# if_id_reg

if_id_reg, pin placement:
Scale: 3 px per um. Pins as bars across the die edge, other pins in gray.
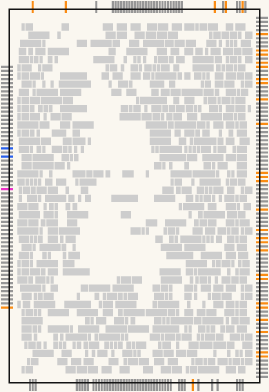

### src/rtl/cpu_pkg.sv
// Shared CPU pipeline definitions: NOP encoding, PC increment and the
// IF/ID stall-state encoding (kept aligned with the PC register's sequencing).
package cpu_pkg;

  localparam logic [31:0] NOP    = 32'h0000_0000;
  localparam logic [31:0] PC_INC = 32'd4;

  typedef enum logic [1:0] {
    RUN       = 2'b00,
    HOLD_LAST = 2'b01,
    HOLD_TWO  = 2'b11
  } ifid_state_t;

endpackage

### src/rtl/ifid_perf_cnt.sv
// Saturating 32-bit event counter with enable and synchronous active-low reset.
module ifid_perf_cnt (
  input  logic        clk,
  input  logic        reset,
  input  logic        en,
  output logic [31:0] count
);

  // Count enabled cycles, sticking at all-ones instead of wrapping.
  always_ff @(posedge clk) begin
    if (!reset)
      count <= '0;
    else if (en && (count != '1))
      count <= count + 32'd1;
  end

endmodule

### src/rtl/if_id_reg.sv
// IF/ID pipeline register with two-source stall sequencing and flush.
// Optional stall/bubble performance counters are built when IFID_PERF_EN
// is defined; otherwise the counter outputs are tied to zero.
module if_id_reg
  import cpu_pkg::*;
(
  input  logic        clk,
  input  logic        reset,
  input  logic [31:0] pc_in,
  input  logic [31:0] instr_in,
  input  logic        hold,
  input  logic        hold1,
  input  logic        flush,
  output logic [31:0] pc_out,
  output logic [31:0] pc4_out,
  output logic [31:0] instr_out,
  output logic        valid_out,
  output logic [1:0]  state_out,
  output logic [31:0] stall_cnt,
  output logic [31:0] bubble_cnt
);

  ifid_state_t state;

  // Pipeline register and stall FSM; flush outranks both stall sources.
  always_ff @(posedge clk) begin
    if (!reset) begin
      state     <= RUN;
      pc_out    <= '0;
      instr_out <= '0;
      valid_out <= 1'b0;
    end else if (flush) begin
      instr_out <= NOP;
      valid_out <= 1'b0;
      state     <= RUN;
    end else begin
      unique case (state)
        RUN: begin
          if (!hold && !hold1) begin
            pc_out    <= pc_in;
            instr_out <= instr_in;
            valid_out <= 1'b1;
          end else if (hold && hold1) begin
            state <= HOLD_TWO;
          end else begin
            state <= HOLD_LAST;
          end
        end
        HOLD_TWO: state <= HOLD_LAST;
        HOLD_LAST: begin
          pc_out    <= pc_in;
          instr_out <= instr_in;
          valid_out <= 1'b1;
          state     <= RUN;
        end
        default: state <= RUN;
      endcase
    end
  end

  assign pc4_out   = pc_out + PC_INC;
  assign state_out = state;

`ifdef IFID_PERF_EN
  logic load_c;
  logic stall_en;

  // Decode the same load decision as the FSM to drive the stall counter.
  always_comb begin
    load_c   = !flush && (((state == RUN) && !hold && !hold1) || (state == HOLD_LAST));
    stall_en = !flush && !load_c;
  end

  ifid_perf_cnt u_stall_cnt (
    .clk   (clk),
    .reset (reset),
    .en    (stall_en),
    .count (stall_cnt)
  );

  ifid_perf_cnt u_bubble_cnt (
    .clk   (clk),
    .reset (reset),
    .en    (flush),
    .count (bubble_cnt)
  );
`else
  assign stall_cnt  = '0;
  assign bubble_cnt = '0;
`endif

endmodule

### config.mk
export PLATFORM = sky130hd
export DESIGN_NAME = if_id_reg
export DESIGN_NICKNAME = d
export VERILOG_FILES = /design/src/rtl/cpu_pkg.sv /design/src/rtl/ifid_perf_cnt.sv /design/src/rtl/if_id_reg.sv
export SDC_FILE = /design/constraint.sdc
export NUM_CORES = 1
export LEC_CHECK = 0
export CAP_MARGIN = 20
export CORE_AREA = 2 2 81 122
export CTS_CLUSTER_SIZE = 30
export DETAILED_ROUTE_END_ITERATION = 16
export DIE_AREA = 0 0 83 124
export GPL_TIMING_DRIVEN = 0
export HOLD_SLACK_MARGIN = 0.08
export PLACE_DENSITY = 0.85
export SYNTH_ARGS = -nofsm -noshare
export SYNTH_HDL_FRONTEND = slang
export SYNTH_SLANG_ARGS = --single-unit
### constraint.sdc
create_clock -name clk -period 5.65 [get_ports clk]
set_clock_uncertainty 0.05 [all_clocks]
set_input_delay 1.4125 -clock clk [delete_from_list [all_inputs] [get_ports clk]]
set_output_delay 1.4125 -clock clk [all_outputs]
set_load 0.03 [all_outputs]
# uart_msg_tx

===== src/rtl/uart_msg_tx.sv =====
// -----------------------------------------------------------------------------
// uart_msg_tx
//   UART transmit stage for the pattern/button control block. It takes a
//   one-cycle start request, then sends a right-aligned ASCII message
//   (highest used byte first) as 8N1 frames, or as 8E1 frames when
//   UART_MSG_TX_PARITY_EN is defined.
//
// Configuration macro:
//   UART_MSG_TX_PARITY_EN - adds an even-parity bit between data bit 7 and stop
//
// Parameters:
//   BAUD_DIV  - clocks per UART bit (2..65535)
//   MSG_BYTES - maximum message length in bytes
//   GAP_BITS  - idle bit-times inserted between bytes of one message
//
// Ports:
//   clk       - system clock
//   rst_n     - asynchronous active-low reset
//   en_uart   - start request; a high cycle in IDLE is accepted
//   read_data - message, right-aligned, first character in the highest used byte
//   nummax    - byte count; values above MSG_BYTES are clamped
//   tx        - UART serial output, idle high
//   busy      - high from the accepted request until message end
//   done      - one-cycle pulse at message end
// -----------------------------------------------------------------------------
module uart_msg_tx #(
    parameter int BAUD_DIV  = 703,
    parameter int MSG_BYTES = 10,
    parameter int GAP_BITS  = 0
) (
    input  logic                   clk,
    input  logic                   rst_n,
    input  logic                   en_uart,
    input  logic [8*MSG_BYTES-1:0] read_data,
    input  logic [5:0]             nummax,
    output logic                   tx,
    output logic                   busy,
    output logic                   done
);

    localparam int          IDX_W     = (MSG_BYTES > 1) ? $clog2(MSG_BYTES) : 1;
    localparam logic [5:0]  MAX_LEN   = 6'(MSG_BYTES);
    localparam logic [15:0] BAUD_LAST = 16'(BAUD_DIV - 1);
    localparam logic [15:0] GAP_LAST  = 16'(GAP_BITS - 1);

    typedef enum logic [2:0] {
        IDLE,
        START,
        DATA,
`ifdef UART_MSG_TX_PARITY_EN
        PARITY,
`endif
        STOP,
        GAP
    } state_t;

    state_t                 state, state_nxt;
    logic [15:0]            baud_cnt, baud_nxt;
    logic [15:0]            gap_cnt, gap_nxt;
    logic [2:0]             bit_cnt, bit_nxt;
    logic [IDX_W-1:0]       idx, idx_nxt;
    logic [8*MSG_BYTES-1:0] data_q, data_nxt;
    logic                   done_nxt;
    logic                   baud_tick;
    logic [5:0]             len_in;
    logic [7:0]             cur_byte;

    assign baud_tick = (baud_cnt == BAUD_LAST);
    assign len_in    = (nummax > MAX_LEN) ? MAX_LEN : nummax;
    // A shift instead of an indexed part-select keeps out-of-range index
    // values (never reached) well defined.
    assign cur_byte  = 8'(data_q >> {idx, 3'b000});
    assign busy      = (state != IDLE);

    // Next-state and counter logic.
    // NOTE: every output of this block gets a default first, so no path
    // leaves a variable unassigned and no latch is inferred.
    always_comb begin
        state_nxt = state;
        // Every bit boundary and every state change restarts the bit timer.
        baud_nxt  = (state == IDLE || baud_tick) ? 16'd0 : baud_cnt + 16'd1;
        gap_nxt   = gap_cnt;
        bit_nxt   = bit_cnt;
        idx_nxt   = idx;
        data_nxt  = data_q;
        done_nxt  = 1'b0;

        case (state)
            IDLE: begin
                if (en_uart) begin
                    data_nxt = read_data;
                    if (len_in != 6'd0) begin
                        state_nxt = START;
                        idx_nxt   = IDX_W'(len_in - 6'd1);
                    end else begin
                        done_nxt = 1'b1;
                    end
                end
            end
            START: begin
                if (baud_tick) begin
                    state_nxt = DATA;
                    bit_nxt   = 3'd0;
                end
            end
            DATA: begin
                if (baud_tick) begin
                    if (bit_cnt == 3'd7) begin
`ifdef UART_MSG_TX_PARITY_EN
                        state_nxt = PARITY;
`else
                        state_nxt = STOP;
`endif
                    end else begin
                        bit_nxt = bit_cnt + 3'd1;
                    end
                end
            end
`ifdef UART_MSG_TX_PARITY_EN
            PARITY: begin
                if (baud_tick) state_nxt = STOP;
            end
`endif
            STOP: begin
                if (baud_tick) begin
                    if (idx == '0) begin
                        state_nxt = IDLE;
                        done_nxt  = 1'b1;
                    end else if (GAP_BITS > 0) begin
                        state_nxt = GAP;
                        gap_nxt   = 16'd0;
                    end else begin
                        state_nxt = START;
                        idx_nxt   = idx - IDX_W'(1);
                    end
                end
            end
            GAP: begin
                // gap_cnt counts whole idle bit-times.
                if (baud_tick) begin
                    if (gap_cnt == GAP_LAST) begin
                        state_nxt = START;
                        idx_nxt   = idx - IDX_W'(1);
                    end else begin
                        gap_nxt = gap_cnt + 16'd1;
                    end
                end
            end
            default: state_nxt = IDLE;
        endcase
    end

    // Serial output decoded from the registered state; reset forces IDLE,
    // so tx returns high asynchronously.
    always_comb begin
        tx = 1'b1;
        case (state)
            START:  tx = 1'b0;
            DATA:   tx = cur_byte[bit_cnt];
`ifdef UART_MSG_TX_PARITY_EN
            PARITY: tx = ^cur_byte;
`endif
            default: tx = 1'b1;
        endcase
    end

    // NOTE: sequential state uses non-blocking assignments so all registers
    // update together from the values present before the edge.
    always_ff @(posedge clk or negedge rst_n) begin
        if (!rst_n) begin
            state    <= IDLE;
            baud_cnt <= '0;
            gap_cnt  <= '0;
            bit_cnt  <= '0;
            idx      <= '0;
            data_q   <= '0;
            done     <= 1'b0;
        end else begin
            state    <= state_nxt;
            baud_cnt <= baud_nxt;
            gap_cnt  <= gap_nxt;
            bit_cnt  <= bit_nxt;
            idx      <= idx_nxt;
            data_q   <= data_nxt;
            done     <= done_nxt;
        end
    end

endmodule


===== config.mk =====
export PLATFORM = sky130hd
export DESIGN_NAME = uart_msg_tx
export DESIGN_NICKNAME = d
export VERILOG_FILES = /design/src/rtl/uart_msg_tx.sv
export SDC_FILE = /design/constraint.sdc
export NUM_CORES = 1
export LEC_CHECK = 0
export ABC_AREA = 1
export CAP_MARGIN = 5
export CORE_MARGIN = 3
export CORE_UTILIZATION = 40
export DETAILED_ROUTE_END_ITERATION = 8
export SLEW_MARGIN = 20
export SYNTH_ARGS = -nofsm -noshare
export SYNTH_HDL_FRONTEND = slang
export SYNTH_SLANG_ARGS = --single-unit

===== constraint.sdc =====
create_clock -name clk -period 2.4 [get_ports clk]
set_clock_uncertainty 0.1 [all_clocks]
set_input_delay 0.6 -clock clk [delete_from_list [all_inputs] [get_ports clk]]
set_output_delay 0.6 -clock clk [all_outputs]
set_load 0.05 [all_outputs]

# alu_arbiter_flat

**src/rtl/alu_arbiter_pkg.sv**
```systemverilog
// Shared types and constants for the two-requester ALU arbiter.
// Holds the operand width, the function codes, the requester id type and the output states.
package alu_arbiter_pkg;

  localparam int unsigned WIDTH = 6;
  localparam int unsigned FXNW  = 3;

  typedef logic [FXNW-1:0] fxn_t;
  typedef logic [0:0]      req_id_t;

  localparam fxn_t FXN_PASS_A = 3'b000;
  localparam fxn_t FXN_PASS_B = 3'b001;
  localparam fxn_t FXN_NEG_A  = 3'b010;
  localparam fxn_t FXN_NEG_B  = 3'b011;
  localparam fxn_t FXN_LT     = 3'b100;
  localparam fxn_t FXN_XNOR   = 3'b101;
  localparam fxn_t FXN_ADD    = 3'b110;
  localparam fxn_t FXN_SUB    = 3'b111;

  localparam req_id_t REQ0 = 1'b0;
  localparam req_id_t REQ1 = 1'b1;

  typedef enum logic {EMPTY, FULL} res_state_t;

endpackage

```
**src/rtl/alu_arbiter_if.sv**
```systemverilog
// Request and result handshake bundle between the two issuing units, the arbiter and the consumer.
interface alu_arbiter_if;
  import alu_arbiter_pkg::*;

  logic             req0_valid;
  logic             req0_ready;
  logic [WIDTH-1:0] req0_a;
  logic [WIDTH-1:0] req0_b;
  fxn_t             req0_fxn;

  logic             req1_valid;
  logic             req1_ready;
  logic [WIDTH-1:0] req1_a;
  logic [WIDTH-1:0] req1_b;
  fxn_t             req1_fxn;

  logic             res_valid;
  logic             res_ready;
  logic [WIDTH-1:0] res_x;
  req_id_t          res_id;

  modport master (
    output req0_valid, req0_a, req0_b, req0_fxn,
    input  req0_ready,
    output req1_valid, req1_a, req1_b, req1_fxn,
    input  req1_ready,
    input  res_valid, res_x, res_id,
    output res_ready
  );

  modport slave (
    input  req0_valid, req0_a, req0_b, req0_fxn,
    output req0_ready,
    input  req1_valid, req1_a, req1_b, req1_fxn,
    output req1_ready,
    output res_valid, res_x, res_id,
    input  res_ready
  );

endinterface

```
**src/rtl/alu_arbiter_alu.sv**
```systemverilog
// Shared combinational ALU; all arithmetic wraps modulo 2^WIDTH.
module alu_arbiter_alu
  import alu_arbiter_pkg::*;
(
  input  logic [WIDTH-1:0] a,
  input  logic [WIDTH-1:0] b,
  input  fxn_t             fxn,
  output logic [WIDTH-1:0] x_c
);

  always_comb begin
    x_c = '0;
    unique case (fxn)
      FXN_PASS_A: x_c = a;
      FXN_PASS_B: x_c = b;
      FXN_NEG_A:  x_c = -a;
      FXN_NEG_B:  x_c = -b;
      FXN_LT:     x_c = WIDTH'(a < b);
      FXN_XNOR:   x_c = ~(a ^ b);
      FXN_ADD:    x_c = a + b;
      FXN_SUB:    x_c = a - b;
    endcase
  end

endmodule

```
**src/rtl/alu_arbiter.sv**
```systemverilog
// Round-robin arbiter sharing one ALU between two requesters, with a one-entry
// tagged result register and a saturating count of accepted operations.
module alu_arbiter
  import alu_arbiter_pkg::*;
#(
  parameter int unsigned CNTW = 8
) (
  input  logic            clk,
  input  logic            rst,
  alu_arbiter_if.slave    bus,
  output logic [CNTW-1:0] op_count
);

  res_state_t       state, state_nxt;
  req_id_t          last_grant, grant_id;
  logic             grant_any, accept_en, accept;
  logic [WIDTH-1:0] alu_a, alu_b, alu_x;
  fxn_t             alu_fxn;

  // Arbitration: a lone valid wins; on a tie the requester not granted last time wins.
  always_comb begin
    grant_any = bus.req0_valid | bus.req1_valid;
    grant_id  = bus.req1_valid ? REQ1 : REQ0;
    if (bus.req0_valid && bus.req1_valid) begin
      grant_id = ~last_grant;
    end
    accept_en      = (state == EMPTY) | bus.res_ready;
    accept         = accept_en & grant_any & ~rst;
    bus.req0_ready = accept & (grant_id == REQ0);
    bus.req1_ready = accept & (grant_id == REQ1);
    alu_a          = (grant_id == REQ1) ? bus.req1_a   : bus.req0_a;
    alu_b          = (grant_id == REQ1) ? bus.req1_b   : bus.req0_b;
    alu_fxn        = (grant_id == REQ1) ? bus.req1_fxn : bus.req0_fxn;
  end

  alu_arbiter_alu u_alu (
    .a   (alu_a),
    .b   (alu_b),
    .fxn (alu_fxn),
    .x_c (alu_x)
  );

  // Result register occupancy; a drain and a new grant in one cycle stay FULL.
  always_comb begin
    state_nxt = state;
    unique case (state)
      EMPTY: if (accept) state_nxt = FULL;
      FULL:  if (bus.res_ready) state_nxt = accept ? FULL : EMPTY;
    endcase
  end

  assign bus.res_valid = (state == FULL);

  always_ff @(posedge clk) begin
    if (rst) begin
      state      <= EMPTY;
      bus.res_x  <= '0;
      bus.res_id <= REQ0;
      last_grant <= REQ1;
      op_count   <= '0;
    end else begin
      state <= state_nxt;
      if (accept) begin
        bus.res_x  <= alu_x;
        bus.res_id <= grant_id;
        last_grant <= grant_id;
        if (op_count != '1) begin
          op_count <= op_count + CNTW'(1);
        end
      end
    end
  end

endmodule

```
**src/flat_wrapper.sv**
```systemverilog
// flat-port wrapper written by rule: the top's interface ports become plain ports
module alu_arbiter_flat import alu_arbiter_pkg::*;
#(
  parameter int unsigned CNTW = 8
)
  (clk, rst, op_count, bus_req0_valid, bus_req0_a, bus_req0_b, bus_req0_fxn, bus_req0_ready, bus_req1_valid, bus_req1_a, bus_req1_b, bus_req1_fxn, bus_req1_ready, bus_res_valid, bus_res_x, bus_res_id, bus_res_ready);
  alu_arbiter_if bus_i ();
  input  logic clk;
  input  logic rst;
  output logic [CNTW-1:0] op_count;
  input wire logic [$bits(bus_i.req0_valid)-1:0] bus_req0_valid;
  input wire logic [$bits(bus_i.req0_a)-1:0] bus_req0_a;
  input wire logic [$bits(bus_i.req0_b)-1:0] bus_req0_b;
  input wire logic [$bits(bus_i.req0_fxn)-1:0] bus_req0_fxn;
  output wire logic [$bits(bus_i.req0_ready)-1:0] bus_req0_ready;
  input wire logic [$bits(bus_i.req1_valid)-1:0] bus_req1_valid;
  input wire logic [$bits(bus_i.req1_a)-1:0] bus_req1_a;
  input wire logic [$bits(bus_i.req1_b)-1:0] bus_req1_b;
  input wire logic [$bits(bus_i.req1_fxn)-1:0] bus_req1_fxn;
  output wire logic [$bits(bus_i.req1_ready)-1:0] bus_req1_ready;
  output wire logic [$bits(bus_i.res_valid)-1:0] bus_res_valid;
  output wire logic [$bits(bus_i.res_x)-1:0] bus_res_x;
  output wire logic [$bits(bus_i.res_id)-1:0] bus_res_id;
  input wire logic [$bits(bus_i.res_ready)-1:0] bus_res_ready;
  assign bus_i.req0_valid = bus_req0_valid;
  assign bus_i.req0_a = bus_req0_a;
  assign bus_i.req0_b = bus_req0_b;
  assign bus_i.req0_fxn = bus_req0_fxn;
  assign bus_req0_ready = bus_i.req0_ready;
  assign bus_i.req1_valid = bus_req1_valid;
  assign bus_i.req1_a = bus_req1_a;
  assign bus_i.req1_b = bus_req1_b;
  assign bus_i.req1_fxn = bus_req1_fxn;
  assign bus_req1_ready = bus_i.req1_ready;
  assign bus_res_valid = bus_i.res_valid;
  assign bus_res_x = bus_i.res_x;
  assign bus_res_id = bus_i.res_id;
  assign bus_i.res_ready = bus_res_ready;
  alu_arbiter #(.CNTW(CNTW)) u_core (.clk(clk), .rst(rst), .bus(bus_i), .op_count(op_count));
endmodule
```
**config.mk**
```make
export PLATFORM = sky130hd
export DESIGN_NAME = alu_arbiter_flat
export DESIGN_NICKNAME = d
export VERILOG_FILES = /design/src/rtl/alu_arbiter_pkg.sv /design/src/rtl/alu_arbiter_if.sv /design/src/rtl/alu_arbiter_alu.sv /design/src/rtl/alu_arbiter.sv /design/src/flat_wrapper.sv
export SDC_FILE = /design/constraint.sdc
export NUM_CORES = 1
export LEC_CHECK = 0
export CAP_MARGIN = 25
export CORE_UTILIZATION = 50
export DETAILED_ROUTE_END_ITERATION = 10
export GPL_ROUTABILITY_DRIVEN = 0
export GPL_TIMING_DRIVEN = 0
export MAX_ROUTING_LAYER = met4
export PLACE_DENSITY = 0.82
export SLEW_MARGIN = 0
export SYNTH_ARGS = -nofsm -noshare
export SYNTH_HDL_FRONTEND = slang
export SYNTH_SLANG_ARGS = --single-unit
```
**constraint.sdc**
```tcl
create_clock -name clk -period 4.4 [get_ports clk]
set_clock_uncertainty 0.2 [all_clocks]
set_input_delay 0.88 -clock clk [delete_from_list [all_inputs] [get_ports clk]]
set_output_delay 0.88 -clock clk [all_outputs]
set_load 0.005 [all_outputs]
```
alu_arbiter_flat, pin placement:
Scale: 6 px per um. Pins as bars across the die edge, other pins in gray.
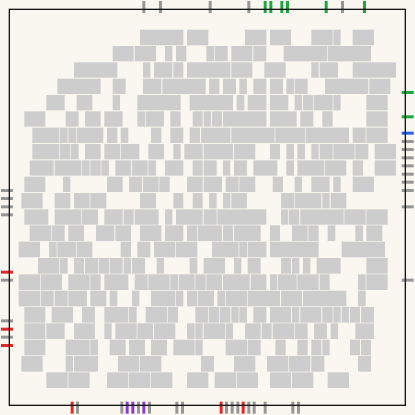
| color | port | pins | direction | edge |
|---|---|---|---|---|
| red | bus_req0_b | 6 | input | 3 bottom, 3 left |
| blue | bus_res_valid | 1 | output | right |
| purple | bus_req0_fxn | 3 | input | bottom |
| green | op_count | 8 | output | 6 top, 2 right |
all pins by edge: 20 bottom, 12 right, 11 top, 10 left
DIE WIDTH: 65.8 um
Die Height: 65.8 um

==> qor.txt, alu_arbiter_flat <==
outcome - finished, final reports clean
Buffers on Ports - 52
yosys aoi share - 24.3%
worst path cell trace - clkdlybuf4s50_1, a21bo_1, buf_6, buf_6, buf_2, mux2i_1, inv_1, ha_1, inv_1, ha_1, mux4_2, a211oi_1, o21ai_1
Clock net power - 0.115 mW
WHS - 0.254 ns
1st-iter DRT viols - 174
count of tool warnings - 28
share of layout cells above drive strength 1 - 8.28%
CTS max path bufs - 2
post-synthesis sequential area ratio - 16.7%
fill count - 317
Distinct lib cells used - 53
power per cell area - 223 nW/um2
cell family with most CP delay - buffers and inverters
Comb/total area - 60.6%
Insertion Delay late pin - 0.25 ns
WL per Instance - 16.1 um
-- alu_arbiter_flat: state kept, by name (all words and copies together) (netlist names) --
name	cells
u_core.bus.res_valid	1
u_core.last_grant	1
u_core.bus.res_x	6
u_core.op_count	8
u_core.bus.res_id	1
-- alu_arbiter_flat: path summary, 6_finish.rpt --
path / from / endpoint / slack [ns] / cells past startpoint
max: bus_req1_valid / u_core.bus.res_x[1]$_SDFFE_PP0P_ / 0.25 / 13
min: u_core.bus.res_id$_SDFFE_PP0P_ / u_core.bus.res_id$_SDFFE_PP0P_ / 0.25 / 1
max reg2reg: u_core.last_grant$_SDFFE_PP1P_ / u_core.bus.res_x[1]$_SDFFE_PP0P_ / 1.05 / 12
min reg2reg: u_core.bus.res_id$_SDFFE_PP0P_ / u_core.bus.res_id$_SDFFE_PP0P_ / 0.25 / 1
-- alu_arbiter_flat: metal layers --
metal / GRT usage, % / routed length (um)
met1: 37.7 / 2580
met2: 50.6 / 2790
met3: 5.52 / 517
met4: 7.07 / 137
met5: - / 0
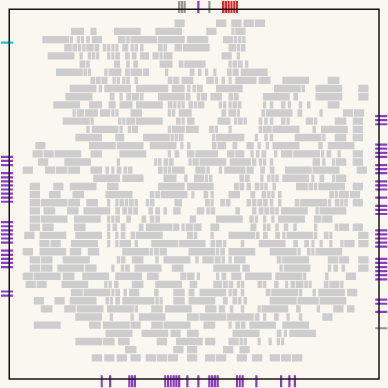
uart_msg_tx: pin placement
Scale: 3 px per um. Pins as bars across the die edge, other pins in gray.
| color | port | pins | direction | edge |
|---|---|---|---|---|
| purple | read_data | 80 | input | 31 right, 24 bottom, 24 left, 1 top |
| cyan | clk | 1 | input | left |
| red | nummax | 6 | input | top |
all pins by edge: 32 right, 25 left, 24 bottom, 11 top
Die Height: 123 um
Buffers on Ports: 91
DIE WIDTH: 123 um

==> qor.txt, uart_msg_tx <==
outcome - finished, violations left
failing checks - negative setup slack
yosys aoi share - 5.30%
worst path cell trace - buf_12, or2_0, nand3_1, nand3_1, nand2_1, a21oi_1, nand2_1, nand3_2, nand3_2, nand2_2, buf_12
RSZ-0062 raised after global routing - yes
Comb gates - 426
FF/Latch Area - 2650 um2
worst r2r src - state[0]$_DFFE_PN0P_
Final WS setup - -0.319 ns
share of layout cells above drive strength 1 - 16.9%
Largest register FFs - 80
Synth area leader - dfrtp_1
Slew Viols, Final - 0
setup violators final - 1
CTS max path bufs - 2
simple share - 25.9%
global routing usage on met1 - 25.1%
WL per Instance - 14.8 um
Insertion Delay late pin - 0.35 ns
n_diodes - 0
CTS tree - built
Clock power frac - 19.9%
Biggest register - data_q
uart_msg_tx: power groups by stage:
stage               clock network, mW  registers, mW  logic, mW
finish                           1.60           2.94       3.53
floorplan                           0           2.82       2.45
global route                     1.71           3.03       3.99
global placement                    0           2.95       3.33
CTS                              1.64           2.93       3.43
detailed placement                  0           2.96       3.40
uart_msg_tx: final timing paths:
check / end / cells after the start
max reg2reg: idx[2]$_DFFE_PN0P_ / 9
max: tx / 11
max in group asynchronous: data_q[41]$_DFFE_PN0P_ / 2
min in group clk: baud_cnt[0]$_DFF_PN0_ / 1
min: data_q[3]$_DFFE_PN0P_ / 1
min reg2reg: baud_cnt[0]$_DFF_PN0_ / 1
uart_msg_tx: what timing repair did:
item | in CTS | in global routing
pin swaps | 0 | 1
gates resized | 4 | 9
cloned | 0 | 2
endpoints found under the setup margin | 1 | 1
uart_msg_tx: metrics by stage:
stage / util (%) / area [um2] / worst slack [ns]
finish: 53.4 / 7100 / -0.319
global route: 53.4 / 7100 / -0.447
CTS: 52.8 / 7020 / -0.309
detailed placement: 50.3 / 6690 / -0.0145
global placement: 50.3 / 6690 / 0.0206
floorplan: - / 5450 / 0.101
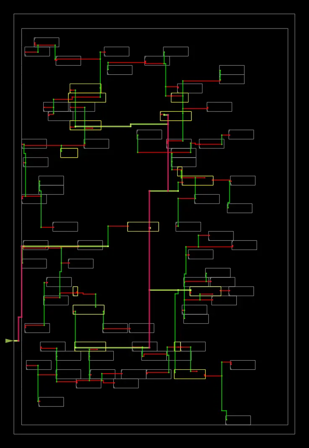
if_id_reg: clock wiring as the flow saved it
# clk buffers: 13
Seq cells: 67
CTS Buf Count: 9
CTS sink count: 67
Clock net power: 0.553 mW

About 'pin placement' of if_id_reg:
| color | port | pins | direction | edge |
|---|---|---|---|---|
| orange | bubble_cnt | 32 | output | 25 right, 5 top, 1 bottom, 1 left |
| blue | state_out | 2 | output | left |
| magenta | flush | 1 | input | left |
DIE WIDTH: 83 um
Buffers on Ports: 167
Die Height: 124 um

==> qor.txt, if_id_reg <==
Worst Hold Path Cells - 2
most instantiated logic cells after routing - 167 x clkdlybuf4s50_1, 136 x nand2_1, 69 x buf_4
final core utilization - 64.6%
DRC violations left - 0
top cells, area - dfxtp_1 37%, buf_4 14%, nand2_1 14%
top-count cell post-synth - nand2_1
DP HPWL - 8460 um
Final WS setup - 1.21 ns
count of tool warnings - 27
Seq/total area - 22.6%
Cells after DPL - 788
pre-CTS WS - 1.54 ns
top cells by count - 136 x nand2_1, 69 x buf_4, 67 x dfxtp_1
fill count - 769
outcome - finished, final reports clean
[if_id_reg: layer usage]
| layer | routed length, um | up-vias |
|---|---|---|
| met3 | 1030 | 13 |
| met2 | 5670 | 172 |
| met4 | 155 | 0 |
| li1 | - | 1803 |
| met1 | 3530 | 1598 |
| met5 | 0 | - |
[if_id_reg: kinds of logic (layout without fill, tap and decap cells)]
kind of cell,count (synthesis),count (layout),synth area share [%]
adder cells (fa/ha/maj),3,3,1.04
AND-OR/OR-AND,68,68,12.1
buffers and inverters,94,276,18.5
other,1,64,0.104
flip-flops,67,67,37.3
XOR/XNOR,28,28,6.82
AND/OR/NAND/NOR,185,185,24.1
[if_id_reg: power groups by stage]
stage          Sequential (mW)  Clock (mW)  Combinational [mW]
3_5_place_dp             0.518           0               0.316
2_1_floorplan            0.545           0               0.172
6_report                 0.508       0.553               0.317
4_1_cts                  0.508       0.565               0.317
3_3_place_gp             0.517           0               0.312
5_1_grt                  0.510       0.582               0.338
[if_id_reg: worst min-delay path: cells and delay by family (launching register included)]
kind,cells,cell delay [ns]
flip-flops,1,0.30
AND-OR/OR-AND,1,0.05
AND/OR/NAND/NOR,1,0.05

## Gallery

Placement by cell class.
image #1
Scale: 2 px per um.
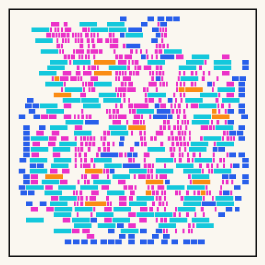
image #2
Scale: 4 px per um.
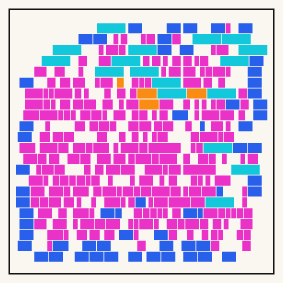
image #3
Scale: 2 px per um.
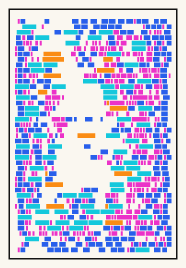
Image #2 comes from alu_arbiter_flat.
Image #1 comes from uart_msg_tx.
Image #3 comes from if_id_reg.

Key to image #1:
| color | class | cells |
|---|---|---|
| blue | remaining buffers and delay cells | 114 |
| magenta | combinational and other logic | 492 |
| orange | clock drivers and dummy loads | 16 |
| cyan | sequential cells | 106 |



==> screenshots <==
Cell density map.
picture 1
Scale: 6 px per um. 7 x 7 tiles, from black (low) to pale yellow (high), 0 to 100% covered.
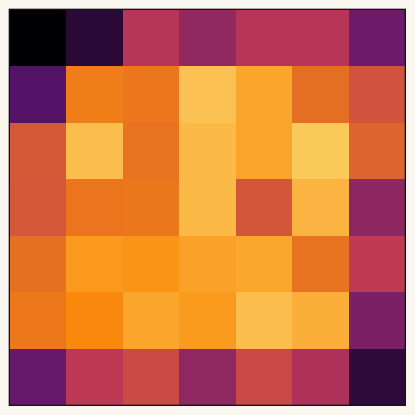
picture 2
Scale: 3 px per um. 12 x 12 tiles, from black (low) to pale yellow (high), 0 to 100% covered.
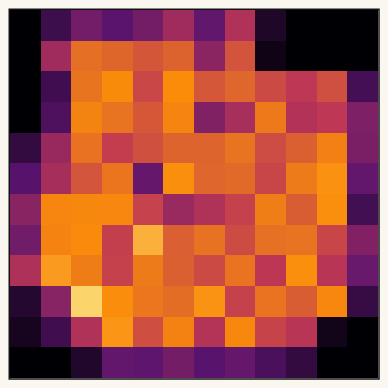
picture 3
Scale: 3 px per um. 8 x 12 tiles, from black (low) to pale yellow (high), 0 to 100% covered.
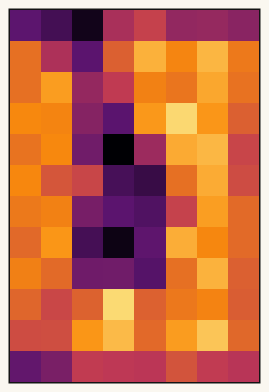
picture 3 -> if_id_reg
picture 1 -> alu_arbiter_flat
picture 2 -> uart_msg_tx

No activity file was given, so power comes from the tool's default toggle rates.
